==================== block 1
Figure 1. Floorplan with the power grid (block 1).
Bar = 50 microns. Pins as bars on the die edge.
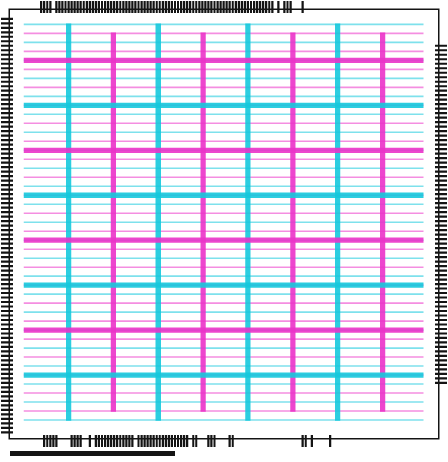
Figure 2. Cell classes on the final placement (block 1).
Bar = 50 microns.
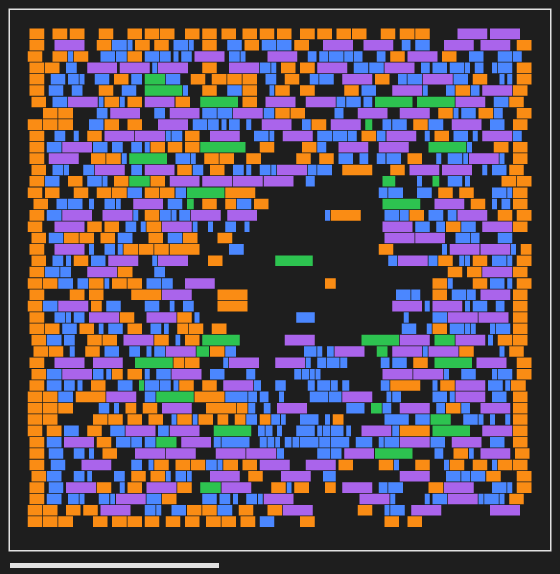
Figure 3. Routed clock nets over the placement (block 1).
Bar = 50 microns.
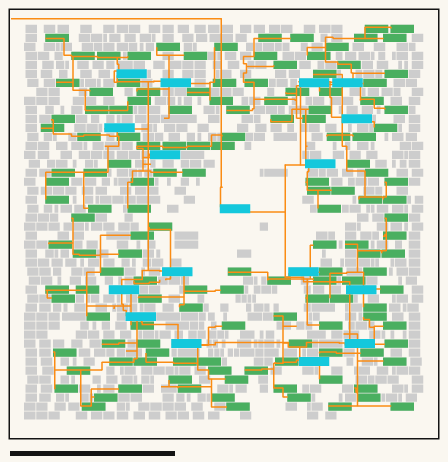
`src/rtl/mem_port_arbiter.sv`:
```
// -----------------------------------------------------------------------------
// mem_port_arbiter
//   Shares one single-word memory port between the core (core_*) and the
//   program loader / DMA port (ldr_*). Each transaction runs
//   IDLE -> ISSUE -> WAIT -> ACK -> IDLE, with a fixed memory read latency.
//
// Ports
//   clk, rst                      clock (rising edge), synchronous active-high reset
//   core_req/we/addr/wdata        core request; held until core_ack
//   core_gnt/ack/rdata            core owns port / completion pulse / read data
//   ldr_req/we/addr/wdata         loader request; held until ldr_ack
//   ldr_gnt/ack/rdata             loader owns port / completion pulse / read data
//   mem_en/we/addr/wdata          memory strobe (one cycle per transaction) + fields
//   mem_rdata                     memory read data, valid MEM_LAT cycles after mem_en
//   busy                          FSM is not in IDLE
//
// Parameters
//   ADDR_W, DATA_W                address and data widths
//   MEM_LAT                       cycles from the mem_en cycle to valid mem_rdata (1..15)
//   FIXED_PRIO                    0 = round-robin on ties, 1 = core always wins a tie
// -----------------------------------------------------------------------------
module mem_port_arbiter #(
  parameter int ADDR_W     = 32,
  parameter int DATA_W     = 32,
  parameter int MEM_LAT    = 2,
  parameter int FIXED_PRIO = 0
) (
  input  logic              clk,
  input  logic              rst,

  input  logic              core_req,
  input  logic              core_we,
  input  logic [ADDR_W-1:0] core_addr,
  input  logic [DATA_W-1:0] core_wdata,
  output logic              core_gnt,
  output logic              core_ack,
  output logic [DATA_W-1:0] core_rdata,

  input  logic              ldr_req,
  input  logic              ldr_we,
  input  logic [ADDR_W-1:0] ldr_addr,
  input  logic [DATA_W-1:0] ldr_wdata,
  output logic              ldr_gnt,
  output logic              ldr_ack,
  output logic [DATA_W-1:0] ldr_rdata,

  output logic              mem_en,
  output logic              mem_we,
  output logic [ADDR_W-1:0] mem_addr,
  output logic [DATA_W-1:0] mem_wdata,
  input  logic [DATA_W-1:0] mem_rdata,

  output logic              busy
);

  typedef enum logic [1:0] {
    S_IDLE  = 2'd0,
    S_ISSUE = 2'd1,
    S_WAIT  = 2'd2,
    S_ACK   = 2'd3
  } state_t;

  localparam logic [3:0] LAT_CNT = 4'(MEM_LAT);

  state_t     state_reg;
  logic [3:0] cnt_reg;
  logic       last_reg;   // 0 = core was granted last, 1 = loader
  logic       owner_reg;  // 0 = core owns the port, 1 = loader
  logic       we_reg;     // latched write flag of the current transaction
  logic       pick_ldr;   // arbitration result, only meaningful in IDLE

  // Loader wins when it is the only requester, or on a round-robin tie
  // where the core was served last. With fixed priority the core takes ties.
  always_comb begin
    pick_ldr = 1'b0;
    if (ldr_req) begin
      if (!core_req)
        pick_ldr = 1'b1;
      else if (FIXED_PRIO == 0)
        pick_ldr = !last_reg;
    end
  end

  always_ff @(posedge clk) begin
    if (rst) begin
      state_reg  <= S_IDLE;
      cnt_reg    <= 4'd0;
      last_reg   <= 1'b1;   // pretend loader went last so the core wins the first tie
      owner_reg  <= 1'b0;
      we_reg     <= 1'b0;
      core_gnt   <= 1'b0;
      core_ack   <= 1'b0;
      core_rdata <= '0;
      ldr_gnt    <= 1'b0;
      ldr_ack    <= 1'b0;
      ldr_rdata  <= '0;
      mem_en     <= 1'b0;
      mem_we     <= 1'b0;
      mem_addr   <= '0;
      mem_wdata  <= '0;
      busy       <= 1'b0;
    end else begin
      // Pulsed outputs default low; each is raised for exactly one state.
      core_ack <= 1'b0;
      ldr_ack  <= 1'b0;
      mem_en   <= 1'b0;
      mem_we   <= 1'b0;

      case (state_reg)
        S_IDLE: begin
          if (core_req || ldr_req) begin
            owner_reg <= pick_ldr;
            last_reg  <= pick_ldr;
            we_reg    <= pick_ldr ? ldr_we : core_we;
            mem_addr  <= pick_ldr ? ldr_addr : core_addr;
            mem_wdata <= pick_ldr ? ldr_wdata : core_wdata;
            // Strobe is registered here so it is visible during ISSUE.
            mem_en    <= 1'b1;
            mem_we    <= pick_ldr ? ldr_we : core_we;
            core_gnt  <= !pick_ldr;
            ldr_gnt   <= pick_ldr;
            busy      <= 1'b1;
            state_reg <= S_ISSUE;
          end
        end

        S_ISSUE: begin
          cnt_reg   <= LAT_CNT;
          state_reg <= S_WAIT;
        end

        S_WAIT: begin
          cnt_reg <= cnt_reg - 4'd1;
          // cnt==1 is the last WAIT cycle, which is exactly MEM_LAT cycles
          // after the strobe: the memory data is valid now.
          if (cnt_reg == 4'd1) begin
            if (!we_reg) begin
              if (owner_reg)
                ldr_rdata <= mem_rdata;
              else
                core_rdata <= mem_rdata;
            end
            core_ack  <= !owner_reg;
            ldr_ack   <= owner_reg;
            state_reg <= S_ACK;
          end
        end

        S_ACK: begin
          core_gnt  <= 1'b0;
          ldr_gnt   <= 1'b0;
          busy      <= 1'b0;
          state_reg <= S_IDLE;
        end

        default: state_reg <= S_IDLE;
      endcase
    end
  end

endmodule
```
`config.mk`:
```
export PLATFORM = sky130hd
export DESIGN_NAME = mem_port_arbiter
export DESIGN_NICKNAME = d
export VERILOG_FILES = /design/src/rtl/mem_port_arbiter.sv
export SDC_FILE = /design/constraint.sdc
export NUM_CORES = 1
export LEC_CHECK = 0
export CORE_MARGIN = 4
export CORE_UTILIZATION = 41
export CTS_BUF_LIST = sky130_fd_sc_hd__clkbuf_8 sky130_fd_sc_hd__clkbuf_16
export DETAILED_ROUTE_END_ITERATION = 16
export PLACE_DENSITY = 0.79
export SYNTH_ARGS = -nofsm -noshare
export SYNTH_HDL_FRONTEND = slang
export SYNTH_SLANG_ARGS = --single-unit
```
`constraint.sdc`:
```
create_clock -name clk -period 2 [get_ports clk]
set_input_delay 0.5 -clock clk [delete_from_list [all_inputs] [get_ports clk]]
set_output_delay 0.5 -clock clk [all_outputs]
set_load 0.02 [all_outputs]
```
==> CHANGELOG.md <==
### Implementation results

- CTS buffer count: 17
- Flops: 144
- Post-synthesis register bit count: 144
- Status: finished, final reports clean
- Power Total: 0.0108 W
- Ant. Diodes: 1
- Post-Synth AOI/OAI Area: 10.6%
- Fraction of area in multi-input gates: 29.2%
- Vias in the first global route: 5408
- Post-DP Area: 9390 sq um
- Post-cts sizing count: 0
- Critical path peak fanout: 2
- Clock buffers: 23
- Slew @ Worst Pin: 0.530 ns
- Setup WS post-layout: 0.0816 ns
- Fin area: 9980 sq um
- Worst-path clk slew: 0.06 ns
- Synth async-reset ratio: 0%
- Total routed wirelength: 18700 microns
- Routability cong.: 0.844
- Pwr dens: 1080 nW/um^2
- CP Capture Type: primary output
- Max incr delay on CP: 0.67 ns
- DR pass1 iterations: 4
- Area fraction in xor and xnor cells: 0%
- Global-route wire length before repair: 28000 microns
- Detail Route Antenna Nets: 0
- PortBufs: 300
- Most frequent cells in the layout: clkdlybuf4s50_1, dfxtp_1, mux2i_1
- Post-synth EDFFs: 0
- Clk cell area share: 5.90%
- Slew Limit Headroom: 64.7%
- Fin cells: 1106
Notes on Figure 1 above:
[magenta] VDD
[cyan] VSS
rows: 44
met4 straps: 8
signal pins: 301
Max VDD drop: 583 uV
CORE AREA: 14500 sq um
Die X: 129 microns
chip height: 129 microns

Notes on Figure 2 above:
[green] clock drivers and dummy loads | cells: 32
[orange] remaining buffers and delay cells | cells: 325
[purple] sequential cells | cells: 144
[blue] remaining logic cells | cells: 420

Notes on Figure 3 above:
[orange] clock wires | length: 1790 microns
[cyan] clock-net drivers | count: 17
[green] flip-flops | count: 144
routed clock nets: 18

worst paths after layout:
path | startpoint | endpoint | slack, ns | cells after the start
setup reg to reg | state_reg[0]$_SDFFE_PP0P_ | core_rdata[7]$_SDFFE_PP0P_ | 0.24 | 5
hold reg to reg | ldr_rdata[0]$_SDFFE_PP0P_ | ldr_rdata[0]$_SDFFE_PP0P_ | 0.46 | 2
hold / removal | ldr_rdata[0]$_SDFFE_PP0P_ | ldr_rdata[0]$_SDFFE_PP0P_ | 0.46 | 2
setup / recovery | mem_addr[3]$_SDFFE_PP0P_ | mem_addr[3] | 0.08 | 1
power breakdown:
| group | internal (W) | switching [W] |
|---|---|---|
| Sequential | 0.00340 | 0.000298 |
| Combinational | 0.00193 | 0.00210 |
| Clock | 0.00190 | 0.00118 |
| Total | 0.00723 | 0.00358 |
layer usage:
metal,GRT usage [%],vias up,routed length (microns)
met3,7.50,31,1710
met1,24.7,2485,7370
met5,0,-,0
li1,-,2724,-
met2,36.7,220,9150
met4,8.50,0,455

==================== block 2
`src/rtl/subckt_sig_pkg.sv`:
```
// rtl/subckt_sig_pkg.sv - shared types and default constants for the signature monitor
package subckt_sig_pkg;

  localparam int          SIG_W_DEF = 16;
  localparam logic [15:0] POLY_DEF  = 16'h1021;
  localparam logic [15:0] SEED_DEF  = 16'h0000;

  typedef enum logic [1:0] {
    IDLE = 2'd0,
    RUN  = 2'd1,
    DONE = 2'd2
  } state_e;

endpackage

```
`src/rtl/subckt_sisr.sv`:
```
// rtl/subckt_sisr.sv - serial-input signature register with load and enable
module subckt_sisr
  import subckt_sig_pkg::*;
#(
  parameter int             SIG_W = SIG_W_DEF,
  parameter logic [SIG_W-1:0] POLY  = POLY_DEF,
  parameter logic [SIG_W-1:0] SEED  = SEED_DEF
) (
  input  logic             clk,
  input  logic             rst,
  input  logic             load,
  input  logic             enable,
  input  logic             serial_in,
  output logic [SIG_W-1:0] sig,
  output logic [SIG_W-1:0] sig_next
);

  logic             fb;
  logic [SIG_W-1:0] shifted;

  // Next-signature selection; exported so the FSM can judge the final value on the same edge
  always_comb begin
    fb       = sig[SIG_W-1] ^ serial_in;
    shifted  = {sig[SIG_W-2:0], 1'b0} ^ (fb ? POLY : '0);
    sig_next = sig;
    if (load) begin
      sig_next = SEED;
    end else if (enable) begin
      sig_next = shifted;
    end
  end

  // Signature register; reset clears to zero, not to SEED
  always_ff @(posedge clk) begin
    if (rst) begin
      sig <= '0;
    end else begin
      sig <= sig_next;
    end
  end

endmodule

```
`src/rtl/subckt_sig_monitor.sv`:
```
// rtl/subckt_sig_monitor.sv - capture-window signature compactor with golden compare
module subckt_sig_monitor
  import subckt_sig_pkg::*;
#(
  parameter int               SIG_W = SIG_W_DEF,
  parameter logic [SIG_W-1:0] POLY  = POLY_DEF,
  parameter logic [SIG_W-1:0] SEED  = SEED_DEF
) (
  input  logic             I1294,
  input  logic             I1301,
  input  logic             start,
  input  logic [7:0]       win_len,
  input  logic [SIG_W-1:0] golden,
  input  logic             I3120,
  input  logic             obs_valid,
  output logic [SIG_W-1:0] sig,
  output logic             busy,
  output logic             done,
  output logic             mismatch
);

  localparam logic [1:0] ST_IDLE = IDLE;
  localparam logic [1:0] ST_RUN  = RUN;
  localparam logic [1:0] ST_DONE = DONE;

  logic [1:0]       state;
  logic [7:0]       count;
  logic [7:0]       win_len_q;
  logic [SIG_W-1:0] golden_q;
  logic [SIG_W-1:0] sig_next;
  logic             accept;
  logic             shift_en;
  logic             last_bit;

  assign accept   = (state == ST_IDLE) && start;
  assign shift_en = (state == ST_RUN) && obs_valid;
  assign last_bit = shift_en && ((count + 8'd1) == win_len_q);

  assign busy = (state == ST_RUN);
  assign done = (state == ST_DONE);

  subckt_sisr #(
    .SIG_W (SIG_W),
    .POLY  (POLY),
    .SEED  (SEED)
  ) u_sisr (
    .clk       (I1294),
    .rst       (I1301),
    .load      (accept),
    .enable    (shift_en),
    .serial_in (I3120),
    .sig       (sig),
    .sig_next  (sig_next)
  );

  // Window control: accept start, count valid bits, judge the final signature
  always_ff @(posedge I1294) begin
    if (I1301) begin
      state     <= ST_IDLE;
      count     <= 8'd0;
      win_len_q <= 8'd0;
      golden_q  <= '0;
      mismatch  <= 1'b0;
    end else begin
      case (state)
        ST_IDLE: begin
          if (start) begin
            count     <= 8'd0;
            win_len_q <= win_len;
            golden_q  <= golden;
            if (win_len == 8'd0) begin
              // empty window: the signature stays at SEED, so judge it now
              state    <= ST_DONE;
              mismatch <= (SEED != golden);
            end else begin
              state    <= ST_RUN;
              mismatch <= 1'b0;
            end
          end
        end
        ST_RUN: begin
          if (shift_en) begin
            count <= count + 8'd1;
            if (last_bit) begin
              state    <= ST_DONE;
              mismatch <= (sig_next != golden_q);
            end
          end
        end
        ST_DONE: begin
          state <= ST_IDLE;
        end
        default: begin
          state <= ST_IDLE;
        end
      endcase
    end
  end

endmodule

```
`config.mk`:
```
export PLATFORM = sky130hd
export DESIGN_NAME = subckt_sig_monitor
export DESIGN_NICKNAME = d
export VERILOG_FILES = /design/src/rtl/subckt_sig_pkg.sv /design/src/rtl/subckt_sisr.sv /design/src/rtl/subckt_sig_monitor.sv
export SDC_FILE = /design/constraint.sdc
export NUM_CORES = 1
export LEC_CHECK = 0
export ABC_AREA = 1
export CORE_ASPECT_RATIO = 0.9
export CORE_MARGIN = 3
export CORE_UTILIZATION = 50
export CTS_BUF_LIST = sky130_fd_sc_hd__clkbuf_8
export DETAILED_ROUTE_END_ITERATION = 10
export PLACE_DENSITY = 0.81
export SLEW_MARGIN = 25
export SYNTH_ARGS = -nofsm -noshare
export SYNTH_HDL_FRONTEND = slang
export SYNTH_SLANG_ARGS = --single-unit
```
`constraint.sdc`:
```
create_clock -name I1294 -period 2.2 [get_ports I1294]
set_input_delay 0.33 -clock I1294 [delete_from_list [all_inputs] [get_ports I1294]]
set_output_delay 0.33 -clock I1294 [all_outputs]
set_load 0.005 [all_outputs]
```
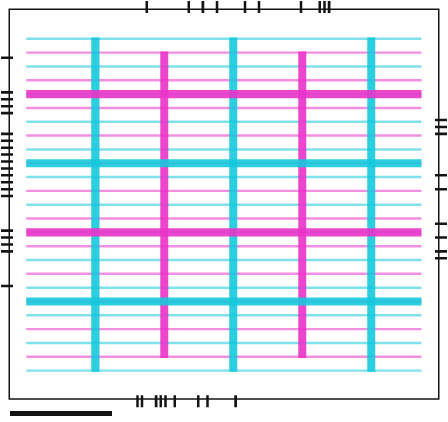
Figure 4: block 2, floorplan with the power grid.
Bar = 20 microns. Pins as bars on the die edge.
[magenta] VDD
[cyan] VSS
signal pins: 48
rows: 24
met4 straps: 5
met1 rails: 25

==> CHANGELOG.md <==
### Implementation results

- Status: finished, final reports clean
- # Cells Yosys: 422
- Met3 routed WL: 417 microns
- Chip area: 6430 sq um
- Pwr dens: 632 nW/um^2
- WL met2: 3040 microns
- Ant. Diodes: 0
- Setup WS post-layout: 0.203 ns
- Met3 Use GR: 4.11%
- Clock root cell: clkbuf_8
- Final Util: 66.1%
- Worst Path Arrival: 1.67 ns
- Fmax: 0.501 GHz
- DR pass1 iterations: 5
- Synth async-reset ratio: 0%
- Sequential cell power: 0.00104 W
- Detailed Place HPWL: 5150 microns
- Cell Type Count: 31
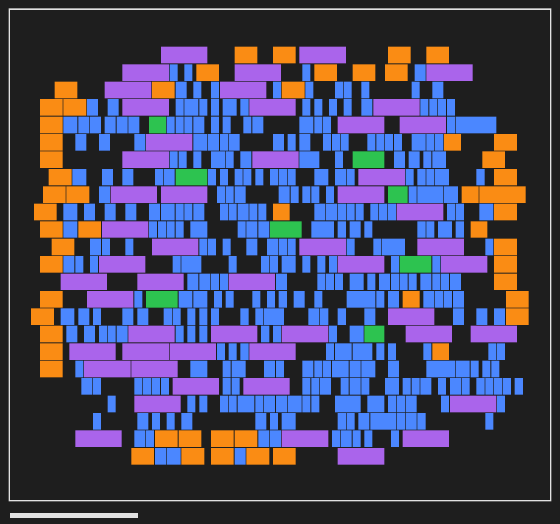
Figure 5: block 2, cell classes on the final placement.
Bar = 20 microns.
[blue] remaining logic cells | cells: 354
[purple] sequential cells | cells: 51
[green] clock drivers and dummy loads | cells: 8
[orange] remaining buffers and delay cells | cells: 54

==> synthesized netlist by cell type (2+ instances only) <==
cell / instances / area, sq um
a21oi_1: 23 / 115
buf_2: 2 / 10.0
buf_4: 3 / 22.5
buf_6: 4 / 45.0
clkbuf_1: 7 / 26.3
dfxtp_1: 51 / 1020
inv_1: 50 / 188
inv_2: 3 / 11.3
nand2_1: 111 / 417
nand2_2: 7 / 43.8
nand3_1: 39 / 195
nand3b_1: 5 / 37.5
nand4_1: 13 / 81.3
nor2_1: 53 / 199
nor2_2: 4 / 25.0
nor2_4: 2 / 22.5
nor3_1: 2 / 10.0
nor4_1: 5 / 31.3
o21ai_0: 25 / 125
xnor2_1: 2 / 17.5
==> logic make-up after synthesis <==
| logic type | synth area share, % |
|---|---|
| compound gates | 9.73 |
| buf+inv | 11.1 |
| simple gates | 40.6 |
| xor+xnor | 0.955 |
| flops | 37.1 |
| fa+ha+maj | 0.454 |
==> area by class of cell <==
type | instances | area, sq um
flip-flops and latches | 51 | 1020
multi-input cells | 301 | 1430
clock buffers | 5 | 68.8
inverters | 53 | 199
well taps | 65 | 81.3
repair buffers | 54 | 536
fillers | 455 | 1720
clock inverters | 3 | 25.0

==================== block 3
Figure 6. Floorplan with the power grid (block 3).
Bar = 20 microns. Pins as bars on the die edge.
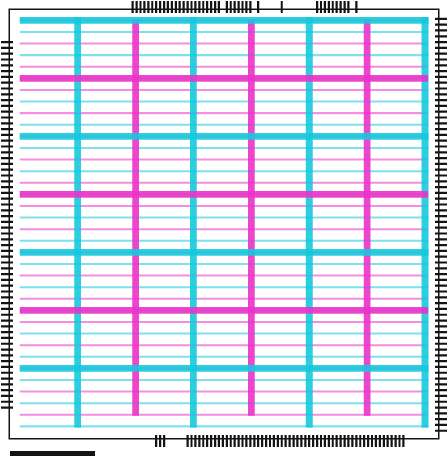
Figure 7. Cell classes on the final placement (block 3).
Bar = 20 microns.
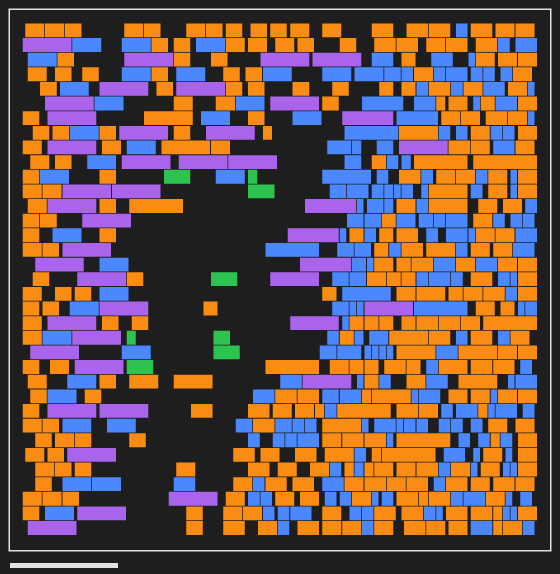
## src/rtl/dmem_arb_pkg.sv

```systemverilog
// Shared types and defaults for the data-memory arbiter.
package dmem_arb_pkg;

  typedef enum logic [1:0] {
    ST_IDLE = 2'd0,
    ST_LOCK = 2'd1,
    ST_COOL = 2'd2
  } arb_state_e;

  localparam int          STARVE_MAX_DEF = 4;
  localparam int          BURST_MAX_DEF  = 8;
  localparam logic [2:0]  DMA_FUNC3_WORD = 3'b010;

endpackage

```

## src/rtl/dmem_arbiter.sv

```systemverilog
// Data-memory arbiter between the MEM-stage core port and a loader/debug DMA
// port. The core normally wins; a starvation counter forces a DMA grant, and
// a locked burst is capped by BURST_MAX followed by one cool-down cycle so the
// core is never stalled for more than BURST_MAX consecutive cycles.
// BURST_MAX is assumed to be at least 2.
module dmem_arbiter
  import dmem_arb_pkg::*;
#(
  parameter int DATA_W     = 32,
  parameter int DM_ADDRESS = 9,
  parameter int STARVE_MAX = STARVE_MAX_DEF,
  parameter int BURST_MAX  = BURST_MAX_DEF
) (
  input  logic                  clk,
  input  logic                  reset,
  input  logic                  core_rd,
  input  logic                  core_wr,
  input  logic [DM_ADDRESS-1:0] core_addr,
  input  logic [DATA_W-1:0]     core_wdata,
  input  logic [2:0]            core_func3,
  output logic [DATA_W-1:0]     core_rdata,
  output logic                  core_stall,
  input  logic                  dma_req,
  input  logic                  dma_we,
  input  logic                  dma_lock,
  input  logic [DM_ADDRESS-1:0] dma_addr,
  input  logic [DATA_W-1:0]     dma_wdata,
  output logic                  dma_gnt,
  output logic                  dma_rvalid,
  output logic [DATA_W-1:0]     dma_rdata,
  output logic                  mem_rd,
  output logic                  mem_wr,
  output logic [DM_ADDRESS-1:0] mem_addr,
  output logic [DATA_W-1:0]     mem_wdata,
  output logic [2:0]            mem_func3,
  input  logic [DATA_W-1:0]     mem_rdata
);

  localparam int STARVE_W = $clog2(STARVE_MAX + 1);
  localparam int BURST_W  = $clog2(BURST_MAX + 1);
  localparam logic [STARVE_W-1:0] STARVE_LIM = STARVE_W'(STARVE_MAX);
  localparam logic [BURST_W-1:0]  BURST_LIM  = BURST_W'(BURST_MAX);

  arb_state_e          state_q, state_d;
  logic [STARVE_W-1:0] starve_cnt_q, starve_cnt_d;
  logic [BURST_W-1:0]  burst_cnt_q, burst_cnt_d;
  logic                rvalid_q, rvalid_d;
  logic [DATA_W-1:0]   rdata_q, rdata_d;
  logic                core_act;
  logic                gnt_raw;

  assign core_act   = core_rd | core_wr;
  assign core_rdata = mem_rdata;
  assign dma_rvalid = rvalid_q;
  assign dma_rdata  = rdata_q;

  // Grant decision from registered state, then steer the memory port; all
  // enables are held low while reset is asserted.
  always_comb begin
    gnt_raw = 1'b0;
    unique case (state_q)
      ST_IDLE: gnt_raw = dma_req & (~core_act | (starve_cnt_q == STARVE_LIM));
      ST_LOCK: gnt_raw = dma_req;
      default: gnt_raw = 1'b0;
    endcase
    dma_gnt    = reset & gnt_raw;
    core_stall = core_act & dma_gnt;
    if (dma_gnt) begin
      mem_rd    = ~dma_we;
      mem_wr    = dma_we;
      mem_addr  = dma_addr;
      mem_wdata = dma_wdata;
      mem_func3 = DMA_FUNC3_WORD;
    end else begin
      // A store wins if the core ever raises both, so rd and wr stay exclusive.
      mem_rd    = reset & core_rd & ~core_wr;
      mem_wr    = reset & core_wr;
      mem_addr  = core_addr;
      mem_wdata = core_wdata;
      mem_func3 = core_func3;
    end
  end

  // Next-state logic for the burst FSM, the two counters and the read return.
  always_comb begin
    state_d      = state_q;
    burst_cnt_d  = burst_cnt_q;
    starve_cnt_d = starve_cnt_q;
    rvalid_d     = dma_gnt & ~dma_we;
    rdata_d      = (dma_gnt & ~dma_we) ? mem_rdata : rdata_q;

    if (!dma_req || dma_gnt) begin
      starve_cnt_d = '0;
    end else if (starve_cnt_q != STARVE_LIM) begin
      starve_cnt_d = starve_cnt_q + STARVE_W'(1);
    end

    unique case (state_q)
      ST_IDLE: begin
        if (dma_gnt && dma_lock) begin
          state_d     = ST_LOCK;
          burst_cnt_d = BURST_W'(1);
        end
      end
      ST_LOCK: begin
        // Hitting the burst cap outranks a lock/request drop.
        if (dma_gnt && (burst_cnt_q + BURST_W'(1) == BURST_LIM)) begin
          state_d     = ST_COOL;
          burst_cnt_d = '0;
        end else if (!dma_req || !dma_lock) begin
          state_d     = ST_IDLE;
          burst_cnt_d = '0;
        end else begin
          burst_cnt_d = burst_cnt_q + BURST_W'(1);
        end
      end
      default: begin
        state_d     = ST_IDLE;
        burst_cnt_d = '0;
      end
    endcase
  end

  // State and counter registers with asynchronous active-low reset.
  always_ff @(posedge clk or negedge reset) begin
    if (!reset) begin
      state_q      <= ST_IDLE;
      starve_cnt_q <= '0;
      burst_cnt_q  <= '0;
      rvalid_q     <= 1'b0;
      rdata_q      <= '0;
    end else begin
      state_q      <= state_d;
      starve_cnt_q <= starve_cnt_d;
      burst_cnt_q  <= burst_cnt_d;
      rvalid_q     <= rvalid_d;
      rdata_q      <= rdata_d;
    end
  end

endmodule

```

## config.mk

```make
export PLATFORM = sky130hd
export DESIGN_NAME = dmem_arbiter
export DESIGN_NICKNAME = d
export VERILOG_FILES = /design/src/rtl/dmem_arb_pkg.sv /design/src/rtl/dmem_arbiter.sv
export SDC_FILE = /design/constraint.sdc
export NUM_CORES = 1
export LEC_CHECK = 0
export CAP_MARGIN = 25
export CORE_MARGIN = 2
export CORE_UTILIZATION = 28
export CTS_CLUSTER_DIAMETER = 100
export DETAILED_ROUTE_END_ITERATION = 8
export PLACE_DENSITY = 0.84
export SETUP_SLACK_MARGIN = 0.4
export SLEW_MARGIN = 15
export SYNTH_ARGS = -nofsm -noshare
export SYNTH_HDL_FRONTEND = slang
export SYNTH_SLANG_ARGS = --single-unit
```

## constraint.sdc

```tcl
create_clock -name clk -period 1.8 [get_ports clk]
set_clock_uncertainty 0.15 [all_clocks]
set_input_delay 0.18 -clock clk [delete_from_list [all_inputs] [get_ports clk]]
set_output_delay 0.18 -clock clk [all_outputs]
set_load 0.01 [all_outputs]
```

==> CHANGELOG.md <==
### Implementation results

- Status: complete, but fails checks
- Failing checks: negative setup slack
- Cell Type Count: 36
- Die X: 100 microns
- Global-route wire length before repair: 18000 microns
- Max VDD drop: 483 uV
- Post-DP Area: 5090 sq um
- Synth Warn #: 0
- Worst flop-to-flop path endpoint: dma_rdata[15]$_DFFE_PN0P_
- Total grt overflow: 0
- Final setup violation count: 84
- Post-route setup TNS: -37.41 ns
- Reg area: 1060 sq um
- Layout area overhead: 144%
- Fraction of area in multi-input gates: 29.4%
- Slowest cell on crit path: dfrtp_1
- Clk cell area share: 1.38%
- Chip area: 10100 sq um
- Avg WL per Cell: 20.4 microns
- Crit path depth: 11
- Pre-Place Util: 28.5%
- I/O pins: 237
- Setup crit end: mem_wdata[26]
- Avg Synthesized Cell Area: 8.58 sq um
- Slew Limit Headroom: 63.1%
- Setup WS post-layout: -0.560 ns
- OpenROAD warnings: 31
- Most frequent cell after synthesis: nand2_1
- Sink Count: 42
- Gr usage total: 23.2%
- WS Path Type: reg2out
- Clock buffers: 5
- Chip height: 100 microns
- Share of layout cells above drive strength 1: 49.4%
- Yosys stat chip area: 2600 sq um
About Figure 6:
[cyan] VSS
[magenta] VDD
met5 straps: 7
met4 straps: 7
rows: 35
signal pins: 237
met1 rails: 36

About Figure 7:
[blue] remaining logic cells | cells: 216
[orange] remaining buffers and delay cells | cells: 301
[purple] sequential cells | cells: 42
[green] clock drivers and dummy loads | cells: 8
# rows: 35
fin area: 6340 sq um
CORE AREA: 9110 sq um

==> sequential cells by signal, indices dropped and copies added, names as in the netlist <==
register	flops
burst_cnt_q	4
dma_rdata	32
dma_rvalid	1
starve_cnt_q	3
state_q	2
==> cells by family after synthesis <==
logic type,share of synthesized area [%]
AND/OR/NAND/NOR,24.8
flip-flops,40.4
multiplexers,13.9
XOR/XNOR,1.01
AND-OR/OR-AND,5.06
adder cells (fa/ha/maj),1.93
buffers and inverters,12.9
==> repair_timing <==
action                     CTS  global route
pin swaps                   47            50
setup endpoints to repair  155            90
hold endpoints to repair    10             0
hold buffers                 1             0
resized                    399           100
gates cloned                 8             2
setup buffers               21            11
==> where the power goes <==
group          switching [W]  internal [W]  total (W)
Clock               0.000347      0.000274   0.000621
Sequential          0.000150       0.00118    0.00133
Combinational       0.000790       0.00119    0.00198
==> routing by layer <==
metal,vias to the layer above,share of wire (%),track usage [%],wire length (microns)
met5,-,0.21,0,29
met2,195,51,43.3,7040
li1,1478,-,-,-
met4,4,3.9,9.80,542
met3,44,9.1,8.22,1250
met1,1591,36,23.0,4940

==================== block 4
File: config.mk
export PLATFORM = sky130hd
export DESIGN_NAME = ysyx_25020047_lsu
export DESIGN_NICKNAME = d
export VERILOG_FILES = /design/src/rtl/ysyx_25020047_lsu.sv
export SDC_FILE = /design/constraint.sdc
export NUM_CORES = 1
export LEC_CHECK = 0
export CAP_MARGIN = 10
export CORE_ASPECT_RATIO = 1.25
export CORE_MARGIN = 2
export CORE_UTILIZATION = 27
export CTS_CLUSTER_SIZE = 10
export DETAILED_ROUTE_END_ITERATION = 8
export HOLD_SLACK_MARGIN = 0.05
export PLACE_DENSITY = 0.63
export SLEW_MARGIN = 20
export SYNTH_ARGS = -nofsm -noshare
export SYNTH_HDL_FRONTEND = slang
export SYNTH_SLANG_ARGS = --single-unit
File: constraint.sdc
create_clock -name clk -period 2.65 [get_ports clk]
set_clock_uncertainty 0.05 [all_clocks]
set_input_delay 0.6625 -clock clk [delete_from_list [all_inputs] [get_ports clk]]
set_output_delay 0.6625 -clock clk [all_outputs]
set_load 0.005 [all_outputs]
File: src/rtl/ysyx_25020047_lsu.sv
// ysyx_25020047_lsu: load/store unit between EXU and WBU.
// Takes one instruction at a time from the EXU, performs at most one
// memory transaction over a valid/ready request port with a separate
// response-valid strobe, and hands a write-back packet to the WBU.
// Non-memory instructions reach the WBU one cycle after acceptance.
// Every output is driven straight from a flop.

module ysyx_25020047_lsu #(
    parameter int TIMEOUT_CYCLES = 255
) (
    input  logic        clk,
    input  logic        rst,
    // EXU side
    input  logic        in_valid,
    output logic        in_ready,
    input  logic [31:0] in_inst_type,
    input  logic [31:0] in_result,
    input  logic [31:0] in_store_data,
    input  logic        in_reg_wen,
    input  logic [4:0]  in_rd,
    // memory request channel
    output logic        mem_req_valid,
    input  logic        mem_req_ready,
    output logic [31:0] mem_addr,
    output logic        mem_wen,
    output logic [31:0] mem_wdata,
    output logic [3:0]  mem_wmask,
    // memory response channel
    input  logic        mem_rsp_valid,
    input  logic [31:0] mem_rdata,
    // WBU side
    output logic        out_valid,
    input  logic        out_ready,
    output logic [31:0] out_wb_data,
    output logic        out_reg_wen,
    output logic [4:0]  out_rd,
    output logic        out_misalign,
    output logic        out_bus_err
);

    localparam logic [1:0] ST_IDLE = 2'd0;
    localparam logic [1:0] ST_REQ  = 2'd1;
    localparam logic [1:0] ST_WAIT = 2'd2;
    localparam logic [1:0] ST_DONE = 2'd3;

    localparam logic [31:0] TYPE_LW       = 32'h0000_0020;
    localparam logic [31:0] TYPE_LBU      = 32'h0000_0040;
    localparam logic [31:0] TYPE_SW       = 32'h0000_0080;
    localparam logic [31:0] TYPE_SB       = 32'h0000_0100;
    localparam logic [31:0] MEM_TYPE_MASK = 32'h0000_01E0;

    // Counter is just wide enough to hold TIMEOUT_CYCLES.
    localparam int              CNT_W      = (TIMEOUT_CYCLES > 1) ? $clog2(TIMEOUT_CYCLES + 1) : 1;
    localparam logic [CNT_W-1:0] CNT_LIMIT = CNT_W'(TIMEOUT_CYCLES);
    localparam logic             TIMEOUT_EN = (TIMEOUT_CYCLES != 0);

    // A memory op has exactly one of bits 5..8 set and nothing else.
    function automatic logic is_mem_op(input logic [31:0] t);
        logic one_hot;
        case (t[8:5])
            4'b0001, 4'b0010, 4'b0100, 4'b1000: one_hot = 1'b1;
            default:                            one_hot = 1'b0;
        endcase
        return one_hot && ((t & ~MEM_TYPE_MASK) == 32'h0000_0000);
    endfunction

    // Word ops must sit on a 4-byte boundary; byte ops never misalign.
    function automatic logic is_misaligned(input logic [31:0] t, input logic [1:0] off);
        return ((t == TYPE_LW) || (t == TYPE_SW)) && (off != 2'b00);
    endfunction

    function automatic logic is_store(input logic [31:0] t);
        return (t == TYPE_SW) || (t == TYPE_SB);
    endfunction

    // Byte-lane write mask for the store flavour; loads write nothing.
    function automatic logic [3:0] store_mask(input logic [31:0] t, input logic [1:0] off);
        logic [3:0] m;
        if (t == TYPE_SW) begin
            m = 4'hF;
        end else if (t == TYPE_SB) begin
            m = 4'b0001 << off;
        end else begin
            m = 4'h0;
        end
        return m;
    endfunction

    // sb replicates its byte on every lane so the mask alone selects it.
    function automatic logic [31:0] store_wdata(input logic [31:0] t, input logic [31:0] sd);
        logic [31:0] d;
        if (t == TYPE_SW) begin
            d = sd;
        end else if (t == TYPE_SB) begin
            d = {4{sd[7:0]}};
        end else begin
            d = 32'h0000_0000;
        end
        return d;
    endfunction

    // Zero-extended byte from lane off (lane 0 = bits 7:0).
    function automatic logic [31:0] load_byte(input logic [31:0] w, input logic [1:0] off);
        logic [7:0] b;
        case (off)
            2'd0:    b = w[7:0];
            2'd1:    b = w[15:8];
            2'd2:    b = w[23:16];
            2'd3:    b = w[31:24];
            default: b = 8'h00;
        endcase
        return {24'h00_0000, b};
    endfunction

    logic [1:0]       state_r;
    logic [1:0]       state_nxt_s;
    logic [31:0]      type_r;
    logic [1:0]       off_r;
    logic             reg_wen_r;
    logic [4:0]       rd_r;
    logic [CNT_W-1:0] cnt_r;
    logic [CNT_W-1:0] cnt_inc_s;
    logic             timeout_hit_s;
    logic             in_mem_op_s;
    logic             in_misalign_s;
    logic             go_req_s;

    logic             in_ready_r;
    logic             mem_req_valid_r;
    logic [31:0]      mem_addr_r;
    logic             mem_wen_r;
    logic [31:0]      mem_wdata_r;
    logic [3:0]       mem_wmask_r;
    logic             out_valid_r;
    logic [31:0]      out_wb_data_r;
    logic             out_reg_wen_r;
    logic             out_misalign_r;
    logic             out_bus_err_r;

    assign in_mem_op_s   = is_mem_op(in_inst_type);
    assign in_misalign_s = is_misaligned(in_inst_type, in_result[1:0]);
    assign go_req_s      = in_mem_op_s && !in_misalign_s;
    assign cnt_inc_s     = cnt_r + CNT_W'(1);
    assign timeout_hit_s = TIMEOUT_EN && (cnt_inc_s == CNT_LIMIT);

    // Next-state: in REQ the timeout beats a late grant; in WAIT a response beats the timeout.
    always_comb begin
        state_nxt_s = state_r;
        case (state_r)
            ST_IDLE: begin
                if (in_valid) begin
                    if (go_req_s) begin
                        state_nxt_s = ST_REQ;
                    end else begin
                        state_nxt_s = ST_DONE;
                    end
                end else begin
                    state_nxt_s = ST_IDLE;
                end
            end
            ST_REQ: begin
                if (timeout_hit_s) begin
                    state_nxt_s = ST_DONE;
                end else if (mem_req_ready) begin
                    state_nxt_s = ST_WAIT;
                end else begin
                    state_nxt_s = ST_REQ;
                end
            end
            ST_WAIT: begin
                if (mem_rsp_valid) begin
                    state_nxt_s = ST_DONE;
                end else if (timeout_hit_s) begin
                    state_nxt_s = ST_DONE;
                end else begin
                    state_nxt_s = ST_WAIT;
                end
            end
            ST_DONE: begin
                if (out_ready) begin
                    state_nxt_s = ST_IDLE;
                end else begin
                    state_nxt_s = ST_DONE;
                end
            end
            default: state_nxt_s = ST_IDLE;
        endcase
    end

    // State, handshake flags, latched instruction and the outgoing packet.
    always_ff @(posedge clk) begin
        if (rst) begin
            state_r         <= ST_IDLE;
            type_r          <= 32'h0000_0000;
            off_r           <= 2'b00;
            reg_wen_r       <= 1'b0;
            rd_r            <= 5'd0;
            cnt_r           <= '0;
            in_ready_r      <= 1'b1;
            mem_req_valid_r <= 1'b0;
            mem_addr_r      <= 32'h0000_0000;
            mem_wen_r       <= 1'b0;
            mem_wdata_r     <= 32'h0000_0000;
            mem_wmask_r     <= 4'h0;
            out_valid_r     <= 1'b0;
            out_wb_data_r   <= 32'h0000_0000;
            out_reg_wen_r   <= 1'b0;
            out_misalign_r  <= 1'b0;
            out_bus_err_r   <= 1'b0;
        end else begin
            state_r         <= state_nxt_s;
            in_ready_r      <= (state_nxt_s == ST_IDLE);
            mem_req_valid_r <= (state_nxt_s == ST_REQ);
            out_valid_r     <= (state_nxt_s == ST_DONE);
            case (state_r)
                ST_IDLE: begin
                    if (in_valid) begin
                        type_r      <= in_inst_type;
                        off_r       <= in_result[1:0];
                        reg_wen_r   <= in_reg_wen;
                        rd_r        <= in_rd;
                        cnt_r       <= '0;
                        // Request fields are fixed here and stay put until granted.
                        mem_addr_r  <= {in_result[31:2], 2'b00};
                        mem_wen_r   <= is_store(in_inst_type);
                        mem_wdata_r <= store_wdata(in_inst_type, in_store_data);
                        mem_wmask_r <= store_mask(in_inst_type, in_result[1:0]);
                        if (!go_req_s) begin
                            out_wb_data_r  <= in_misalign_s ? 32'h0000_0000 : in_result;
                            out_reg_wen_r  <= in_misalign_s ? 1'b0 : in_reg_wen;
                            out_misalign_r <= in_misalign_s;
                        end else begin
                            out_misalign_r <= 1'b0;
                        end
                    end else begin
                        cnt_r <= cnt_r;
                    end
                end
                ST_REQ, ST_WAIT: begin
                    cnt_r <= TIMEOUT_EN ? cnt_inc_s : cnt_r;
                    if ((state_r == ST_WAIT) && mem_rsp_valid) begin
                        if (type_r == TYPE_LW) begin
                            out_wb_data_r <= mem_rdata;
                            out_reg_wen_r <= reg_wen_r;
                        end else if (type_r == TYPE_LBU) begin
                            out_wb_data_r <= load_byte(mem_rdata, off_r);
                            out_reg_wen_r <= reg_wen_r;
                        end else begin
                            // Store ack: its data carries nothing.
                            out_wb_data_r <= 32'h0000_0000;
                            out_reg_wen_r <= 1'b0;
                        end
                    end else if (timeout_hit_s) begin
                        out_wb_data_r <= 32'h0000_0000;
                        out_reg_wen_r <= 1'b0;
                        out_bus_err_r <= 1'b1;
                    end else begin
                        out_bus_err_r <= 1'b0;
                    end
                end
                ST_DONE: begin
                    if (out_ready) begin
                        out_reg_wen_r  <= 1'b0;
                        out_misalign_r <= 1'b0;
                        out_bus_err_r  <= 1'b0;
                    end else begin
                        out_bus_err_r  <= out_bus_err_r;
                    end
                end
                default: begin
                    cnt_r <= '0;
                end
            endcase
        end
    end

    assign in_ready      = in_ready_r;
    assign mem_req_valid = mem_req_valid_r;
    assign mem_addr      = mem_addr_r;
    assign mem_wen       = mem_wen_r;
    assign mem_wdata     = mem_wdata_r;
    assign mem_wmask     = mem_wmask_r;
    assign out_valid     = out_valid_r;
    assign out_wb_data   = out_wb_data_r;
    assign out_reg_wen   = out_reg_wen_r;
    assign out_rd        = rd_r;
    assign out_misalign  = out_misalign_r;
    assign out_bus_err   = out_bus_err_r;

endmodule

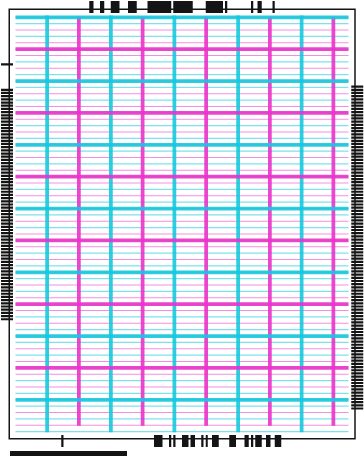
Figure 8: block 4, floorplan with the power grid.
Bar = 50 microns. Pins as bars on the die edge.
[cyan] VSS
[magenta] VDD
signal pins: 252
met1 rails: 66
rows: 65
met5 straps: 13
met4 straps: 10
Max VDD drop: 607 uV
chip height: 183 microns
CORE AREA: 25100 sq um

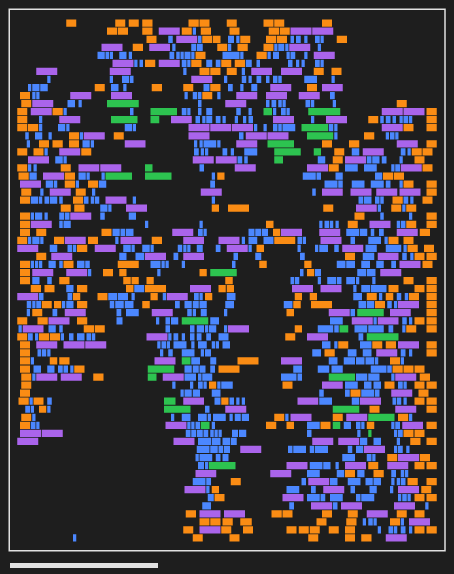
Figure 9: block 4, cell classes on the final placement.
Bar = 50 microns.
[green] clock drivers and dummy loads | cells: 32
[blue] remaining logic cells | cells: 606
[orange] remaining buffers and delay cells | cells: 292
[purple] sequential cells | cells: 155

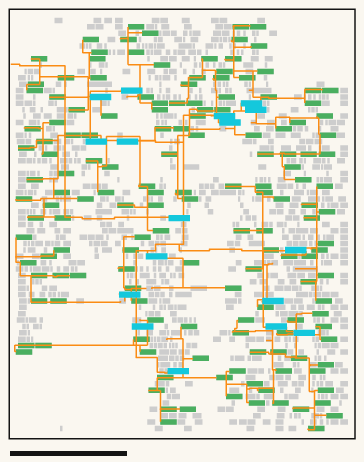
Figure 10: block 4, routed clock nets over the placement.
Bar = 50 microns.
[orange] clock wires | length: 2210 microns
[cyan] clock-net drivers | count: 17
[green] flip-flops | count: 155
flops lie: widely spread
routed clock nets: 18
Clock Power Share: 25.5%
clk pwr: 0.00258 W
clk ins delay skew pair: 0.42 ns

==> CHANGELOG.md <==
### Implementation results

- Status: finished, final reports clean
- Total routed wirelength: 24100 microns
- Vias in the first global route: 6845
- Ant. Diodes: 0
- Hold Vio Cnt, Final: 0
- Max incr delay on CP: 0.41 ns
- Comb power: 0.00427 W
- Largest net degree at the start of global routing: 108
- Critical path peak fanout: 9
- Synth top cells by count: nand2_1, dfxtp_1, a21oi_1
- RSZ-0062 raised after global routing: false
- Clock root cell: clkbuf_16
- Post-synthesis register bit count: 155
- Final setup violation count: 0
- Worst r2r src: state_r[0]$_SDFF_PP0_
- Hold path startpoint: reg_wen_r$_SDFFE_PP0P_
- Detailed Place HPWL: 17500 microns
- Worst Hold End: reg_wen_r$_SDFFE_PP0P_
- Setup crit end: out_wb_data[2]$_SDFFE_PP0P_
- Layout area overhead: 53.0%
- Fin cells: 1420
- Hold Path Depth: 2
- Filler Cell Count: 2483
- Minimum clock period: 2.53 ns
- Pre-Place Util: 27.4%
- Slew @ Worst Pin: 0.600 ns
- Seq pwr share: 32.2%
- Slowest cell on crit path: or3_1
-- tightest hold or removal path, cell delays in order (launching register included) --
cell	delay [ns]
dfxtp_1	0.31
nand2_1	0.05
a21oi_1	0.05
-- through the flow --
step / hold WS (ns) / setup TNS, ns / cell area (sq um) / total power (W) / worst slack [ns]
after floorplan: 0.382 / 0 / 6900 / 0.00559 / 0.341
after global routing: 0.421 / 0 / 10500 / 0.0108 / 0.0155
after global placement: 0.388 / -12.78 / 9910 / 0.00754 / -0.236
after detailed placement: 0.396 / -14.40 / 9910 / 0.00759 / -0.241
final: 0.403 / 0 / 10500 / 0.0101 / 0.125
after CTS: 0.404 / 0 / 10500 / 0.0102 / 0.00866
-- state kept, by name (all words and copies together) (netlist names), 2 cells and up --
register and count:
out_wb_data 32, mem_wdata 32, cnt_r 8, mem_wmask 4, state_r 2, type_r 32, mem_addr 30, out_rd 5
off_r 2
-- metal layers --
metal  wire length (microns)  share of wire (%)  global-route usage, %  vias up
met3                    1950                8.1                   5.70       36
met5                       0                  0                      0        -
li1                        -                  -                      -     3421
met1                    9950                 41                   20.7     3189
met4                     705                2.9                   6.88        0
met2                   11500                 48                   30.5      266

==================== block 5
Figure 11. Floorplan with the power grid (block 5).
Bar = 20 microns. Pins as bars on the die edge.
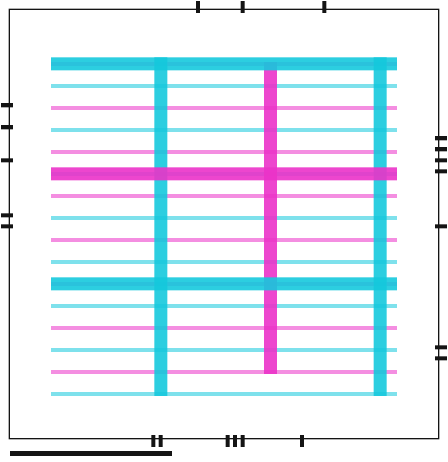
Figure 12. Cell classes on the final placement (block 5).
Bar = 20 microns.
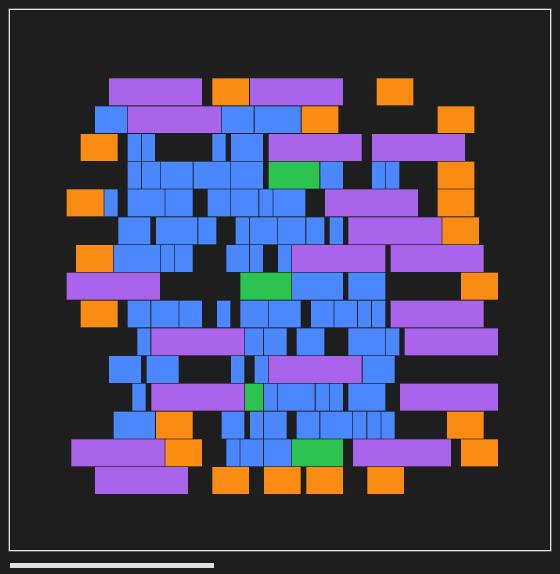
<file path="src/rtl/sbd_iter_seq_pkg.sv">
// sbd_iter_seq_pkg: shared state encoding, mode codes, default iteration counts
// and the registered strobe decode for the iterative sqrt/div sequencer.
package sbd_iter_seq_pkg;
    localparam logic [4:0] S_IDLE   = 5'b00001;
    localparam logic [4:0] S_LOAD   = 5'b00010;
    localparam logic [4:0] S_STEP_A = 5'b00100;
    localparam logic [4:0] S_STEP_B = 5'b01000;
    localparam logic [4:0] S_DONE   = 5'b10000;

    localparam logic MODE_SQRT = 1'b0;
    localparam logic MODE_DIV  = 1'b1;

    localparam int ITERS_SQRT_DEF = 25;
    localparam int ITERS_DIV_DEF  = 24;
    localparam int CNT_W_DEF      = 6;

    typedef struct packed {
        logic init;
        logic enr;
        logic enl;
        logic en_d;
        logic dleft;
        logic lsr;
        logic val_out;
        logic rdy_in;
    } strb_t;

    // The first STEP_A of an op has no previous digit to shift, hence cnt_nz.
    function automatic strb_t decode(input logic [4:0] st, input logic cnt_nz);
        return '{init:    st == S_LOAD,
                 enr:     st == S_STEP_A,
                 enl:     st == S_STEP_A,
                 en_d:    st == S_STEP_B || (st == S_STEP_A && cnt_nz),
                 dleft:   st == S_STEP_A && cnt_nz,
                 lsr:     st == S_STEP_B,
                 val_out: st == S_DONE,
                 rdy_in:  st == S_IDLE};
    endfunction
endpackage

</file>
<file path="src/rtl/sbd_iter_counter.sv">
// sbd_iter_counter: iteration counter with clear, saturating increment and
// terminal compare against the mode-selected iteration limit.
module sbd_iter_counter #(
    parameter int CNT_W      = 6,
    parameter int ITERS_SQRT = 25,
    parameter int ITERS_DIV  = 24
) (
    input  logic             clk_i,
    input  logic             rst_ni,
    input  logic             clr_i,
    input  logic             inc_i,
    input  logic             mode_i,
    output logic [CNT_W-1:0] cnt_o,
    output logic [CNT_W-1:0] nxt_o,
    output logic             term_o
);
    logic [CNT_W-1:0] cnt_q, cnt_d, limit;

    assign limit  = mode_i ? CNT_W'(ITERS_DIV) : CNT_W'(ITERS_SQRT);
    assign term_o = cnt_q == limit;
    assign cnt_d  = clr_i ? '0 : (inc_i && !term_o) ? cnt_q + 1'b1 : cnt_q;
    assign cnt_o  = cnt_q;
    assign nxt_o  = cnt_d;

    always_ff @(posedge clk_i or negedge rst_ni) begin
        if (!rst_ni) cnt_q <= '0;
        else         cnt_q <= cnt_d;
    end
endmodule

</file>
<file path="src/rtl/sbd_iter_seq_ctrl.sv">
// sbd_iter_seq_ctrl: one-op-in-flight sequencer driving load/shift/enable strobes
// for the iterative sqrt/divide datapaths, with valid/ready on both sides and abort.
module sbd_iter_seq_ctrl
    import sbd_iter_seq_pkg::*;
#(
    parameter int ITERS_SQRT = ITERS_SQRT_DEF,
    parameter int ITERS_DIV  = ITERS_DIV_DEF,
    parameter int CNT_W      = CNT_W_DEF
) (
    input  logic             CLK,
    input  logic             RST_N,
    input  logic             VAL_IN,
    output logic             RDY_IN,
    input  logic             MODE_IN,
    input  logic             ABORT,
    output logic             INIT,
    output logic             ENR,
    output logic             ENL,
    output logic             EN_D,
    output logic             DLEFT,
    output logic             LSR,
    output logic [CNT_W-1:0] ITER_IDX,
    output logic             MODE_Q,
    output logic             VAL_OUT,
    input  logic             RDY_OUT
);
    localparam int LIM_MAX = (1 << CNT_W) - 1;

    if (CNT_W < 1 || ITERS_SQRT < 1 || ITERS_DIV < 1 ||
        ITERS_SQRT > LIM_MAX || ITERS_DIV > LIM_MAX) begin : g_bad_params
        $error("sbd_iter_seq_ctrl: ITERS_SQRT/ITERS_DIV must lie in [1, 2**CNT_W-1]");
    end

    logic [4:0]       state_q, state_d;
    logic             mode_q;
    strb_t            strb_q;
    logic             accept, term;
    logic [CNT_W-1:0] cnt, cnt_nxt;

    assign accept = VAL_IN && state_q == S_IDLE && !ABORT;

    sbd_iter_counter #(.CNT_W(CNT_W), .ITERS_SQRT(ITERS_SQRT), .ITERS_DIV(ITERS_DIV)) u_cnt (
        .clk_i  (CLK),
        .rst_ni (RST_N),
        .clr_i  (accept || ABORT),
        .inc_i  (state_q == S_STEP_A && !ABORT),
        .mode_i (mode_q),
        .cnt_o  (cnt),
        .nxt_o  (cnt_nxt),
        .term_o (term)
    );

    always_comb begin
        state_d = S_IDLE;
        case (state_q)
            S_IDLE:   state_d = accept ? S_LOAD : S_IDLE;
            S_LOAD:   state_d = S_STEP_A;
            S_STEP_A: state_d = S_STEP_B;
            S_STEP_B: state_d = term ? S_DONE : S_STEP_A;
            S_DONE:   state_d = RDY_OUT ? S_IDLE : S_DONE;
            default:  state_d = S_IDLE;
        endcase
        if (ABORT) state_d = S_IDLE;
    end

    // Strobes are decoded from next state/count and registered, so they are
    // Moore outputs of the current state yet come straight from flops.
    always_ff @(posedge CLK or negedge RST_N) begin
        if (!RST_N) begin
            state_q <= S_IDLE;
            mode_q  <= MODE_SQRT;
            strb_q  <= decode(S_IDLE, 1'b0);
        end else begin
            state_q <= state_d;
            mode_q  <= accept ? MODE_IN : mode_q;
            strb_q  <= decode(state_d, |cnt_nxt);
        end
    end

    assign INIT     = strb_q.init;
    assign ENR      = strb_q.enr;
    assign ENL      = strb_q.enl;
    assign EN_D     = strb_q.en_d;
    assign DLEFT    = strb_q.dleft;
    assign LSR      = strb_q.lsr;
    assign VAL_OUT  = strb_q.val_out;
    assign RDY_IN   = strb_q.rdy_in;
    assign ITER_IDX = cnt;
    assign MODE_Q   = mode_q;
endmodule

</file>
<file path="config.mk">
export PLATFORM = sky130hd
export DESIGN_NAME = sbd_iter_seq_ctrl
export DESIGN_NICKNAME = d
export VERILOG_FILES = /design/src/rtl/sbd_iter_seq_pkg.sv /design/src/rtl/sbd_iter_counter.sv /design/src/rtl/sbd_iter_seq_ctrl.sv
export SDC_FILE = /design/constraint.sdc
export NUM_CORES = 1
export LEC_CHECK = 0
export CAP_MARGIN = 0
export CORE_MARGIN = 5
export CORE_UTILIZATION = 56
export CTS_BUF_LIST = sky130_fd_sc_hd__clkbuf_8
export DETAILED_ROUTE_END_ITERATION = 16
export PLACE_DENSITY = 0.86
export SYNTH_ARGS = -nofsm -noshare
export SYNTH_HDL_FRONTEND = slang
export SYNTH_SLANG_ARGS = --single-unit
</file>
<file path="constraint.sdc">
create_clock -name CLK -period 5.51 [get_ports CLK]
set_clock_uncertainty 0.2 [all_clocks]
set_input_delay 1.3775 -clock CLK [delete_from_list [all_inputs] [get_ports CLK]]
set_output_delay 1.3775 -clock CLK [all_outputs]
set_load 0.02 [all_outputs]
</file>
==> CHANGELOG.md <==
### Implementation results

- Status: finished, final reports clean
- # Cells Yosys: 103
- Post-route setup TNS: 0 ns
- Slowest cell on crit path: or4b_4
- Crit path depth: 6
- Synth top area share: 41.3%
- Final Util: 71.7%
- Routability cong.: 0.840
- Buffers, non-clock: 20
- Top Layer Used: met4
- Clock root cell: clkbuf_8
- PortBufs: 20
- Worst R2R Setup Slack: 3.14 ns
- WL met2: 1000 microns
- Layout area overhead: 21.4%
- CTS Hold Bufs: 0
- GRT met2 Usage: 27.5%
- DRC viols: 0
- Cell Type Count: 40
- Filler Cell Count: 129
- Pre-CTS setup slack: 1.84 ns
- Worst r2r src: state_q[4]$_DFF_PN0_
- Synth Warn #: 0
- Crit path max-delay family: simple AND/OR/NAND/NOR gates
- Chip area: 2800 sq um
- CP required: 5.45 ns
- Hold path startpoint: MODE_Q$_DFFE_PN0P_
- TAP cells: 25
- Clk cell area share: 3.70%
- Fraction of area in multi-input gates: 38.4%
- Top cell type by total area after synthesis: dfrtp_1
- Slew Limit Headroom: 45.0%
- Fmax: 0.287 GHz
- Synth top cells by count: nor2_1, dfrtp_1, nand2_1, xnor2_1, inv_1
- Period utilisation layout: 63.3%
- Post-synthesis register bit count: 19
- Largest net degree at the start of global routing: 20
- Maxcap violations: 0
- Clock Path Buffers: 2
- CTS buffer count: 3
- Yosys stat chip area: 1030 sq um
About Figure 11:
[cyan] VSS
[magenta] VDD
met1 rails: 16
met4 straps: 3
signal pins: 21
met5 straps: 3
CORE AREA: 1750 sq um
chip height: 52.9 microns
Die X: 52.9 microns

About Figure 12:
[purple] sequential cells | cells: 19
[blue] remaining logic cells | cells: 77
[green] clock drivers and dummy loads | cells: 4
[orange] remaining buffers and delay cells | cells: 20

==> registers in the layout, indices dropped and copies added (netlist names) <==
| signal | count |
|---|---|
| u_cnt.cnt_o | 6 |
| state_q | 5 |
| DLEFT | 1 |
| ENL | 1 |
| EN_D | 1 |
| INIT | 1 |
| LSR | 1 |
| MODE_Q | 1 |
| RDY_IN | 1 |
| VAL_OUT | 1 |
==> where the power goes <==
| group | switching, W | internal [W] | total [W] |
|---|---|---|---|
| logic | 0.0000298 | 0.0000262 | 0.0000560 |
| registers | 0.00000839 | 0.000148 | 0.000157 |
| clock network | 0.0000467 | 0.0000503 | 0.0000970 |
| total | 0.0000849 | 0.000225 | 0.000310 |
==> worst register-to-register path, stage by stage (launching register included) <==
cell	delay, ns
dfrtp_1	0.50
or4b_4	0.62
nor2_1	0.35
a31oi_1	0.19
a211oi_2	0.30
o22ai_1	0.10
==> cells by family after synthesis <==
logic type               after synthesis  share of synthesized area, %
adder cells (fa/ha/maj)                1                          1.21
buffers and inverters                 11                          7.04
AND-OR/OR-AND                         14                          10.6
XOR/XNOR                               8                          6.80
multiplexers                           4                          4.00
flip-flops                            19                          46.4
AND/OR/NAND/NOR                       46                          24.0


==> gallery <==
Routed clock nets over the placement.
Bar = 20 microns.
Plate I
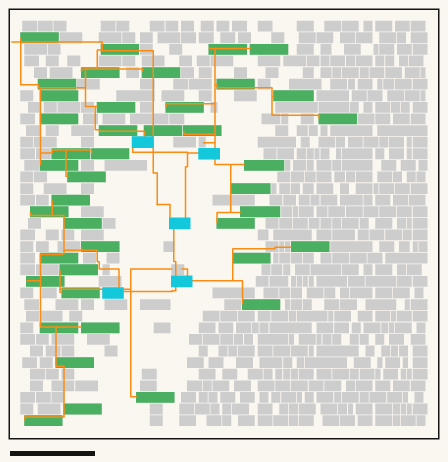
Plate II
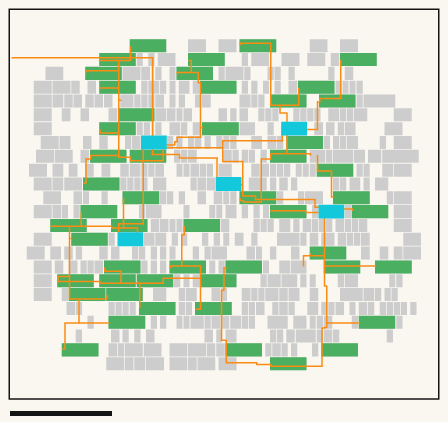
Plate III
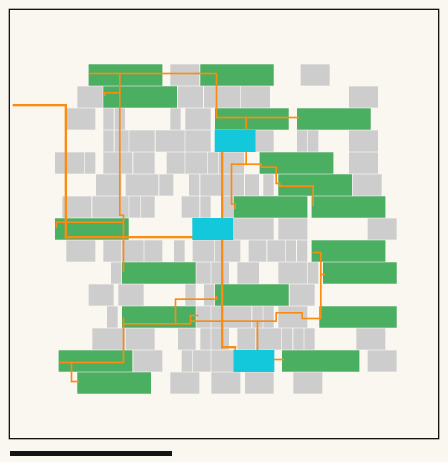
Of these, fewest sequential cells: Plate III
- block 3 = Plate I
- block 5 = Plate III
- block 2 = Plate II

Power figures rest on the tool's default switching activity, not on a simulated workload.
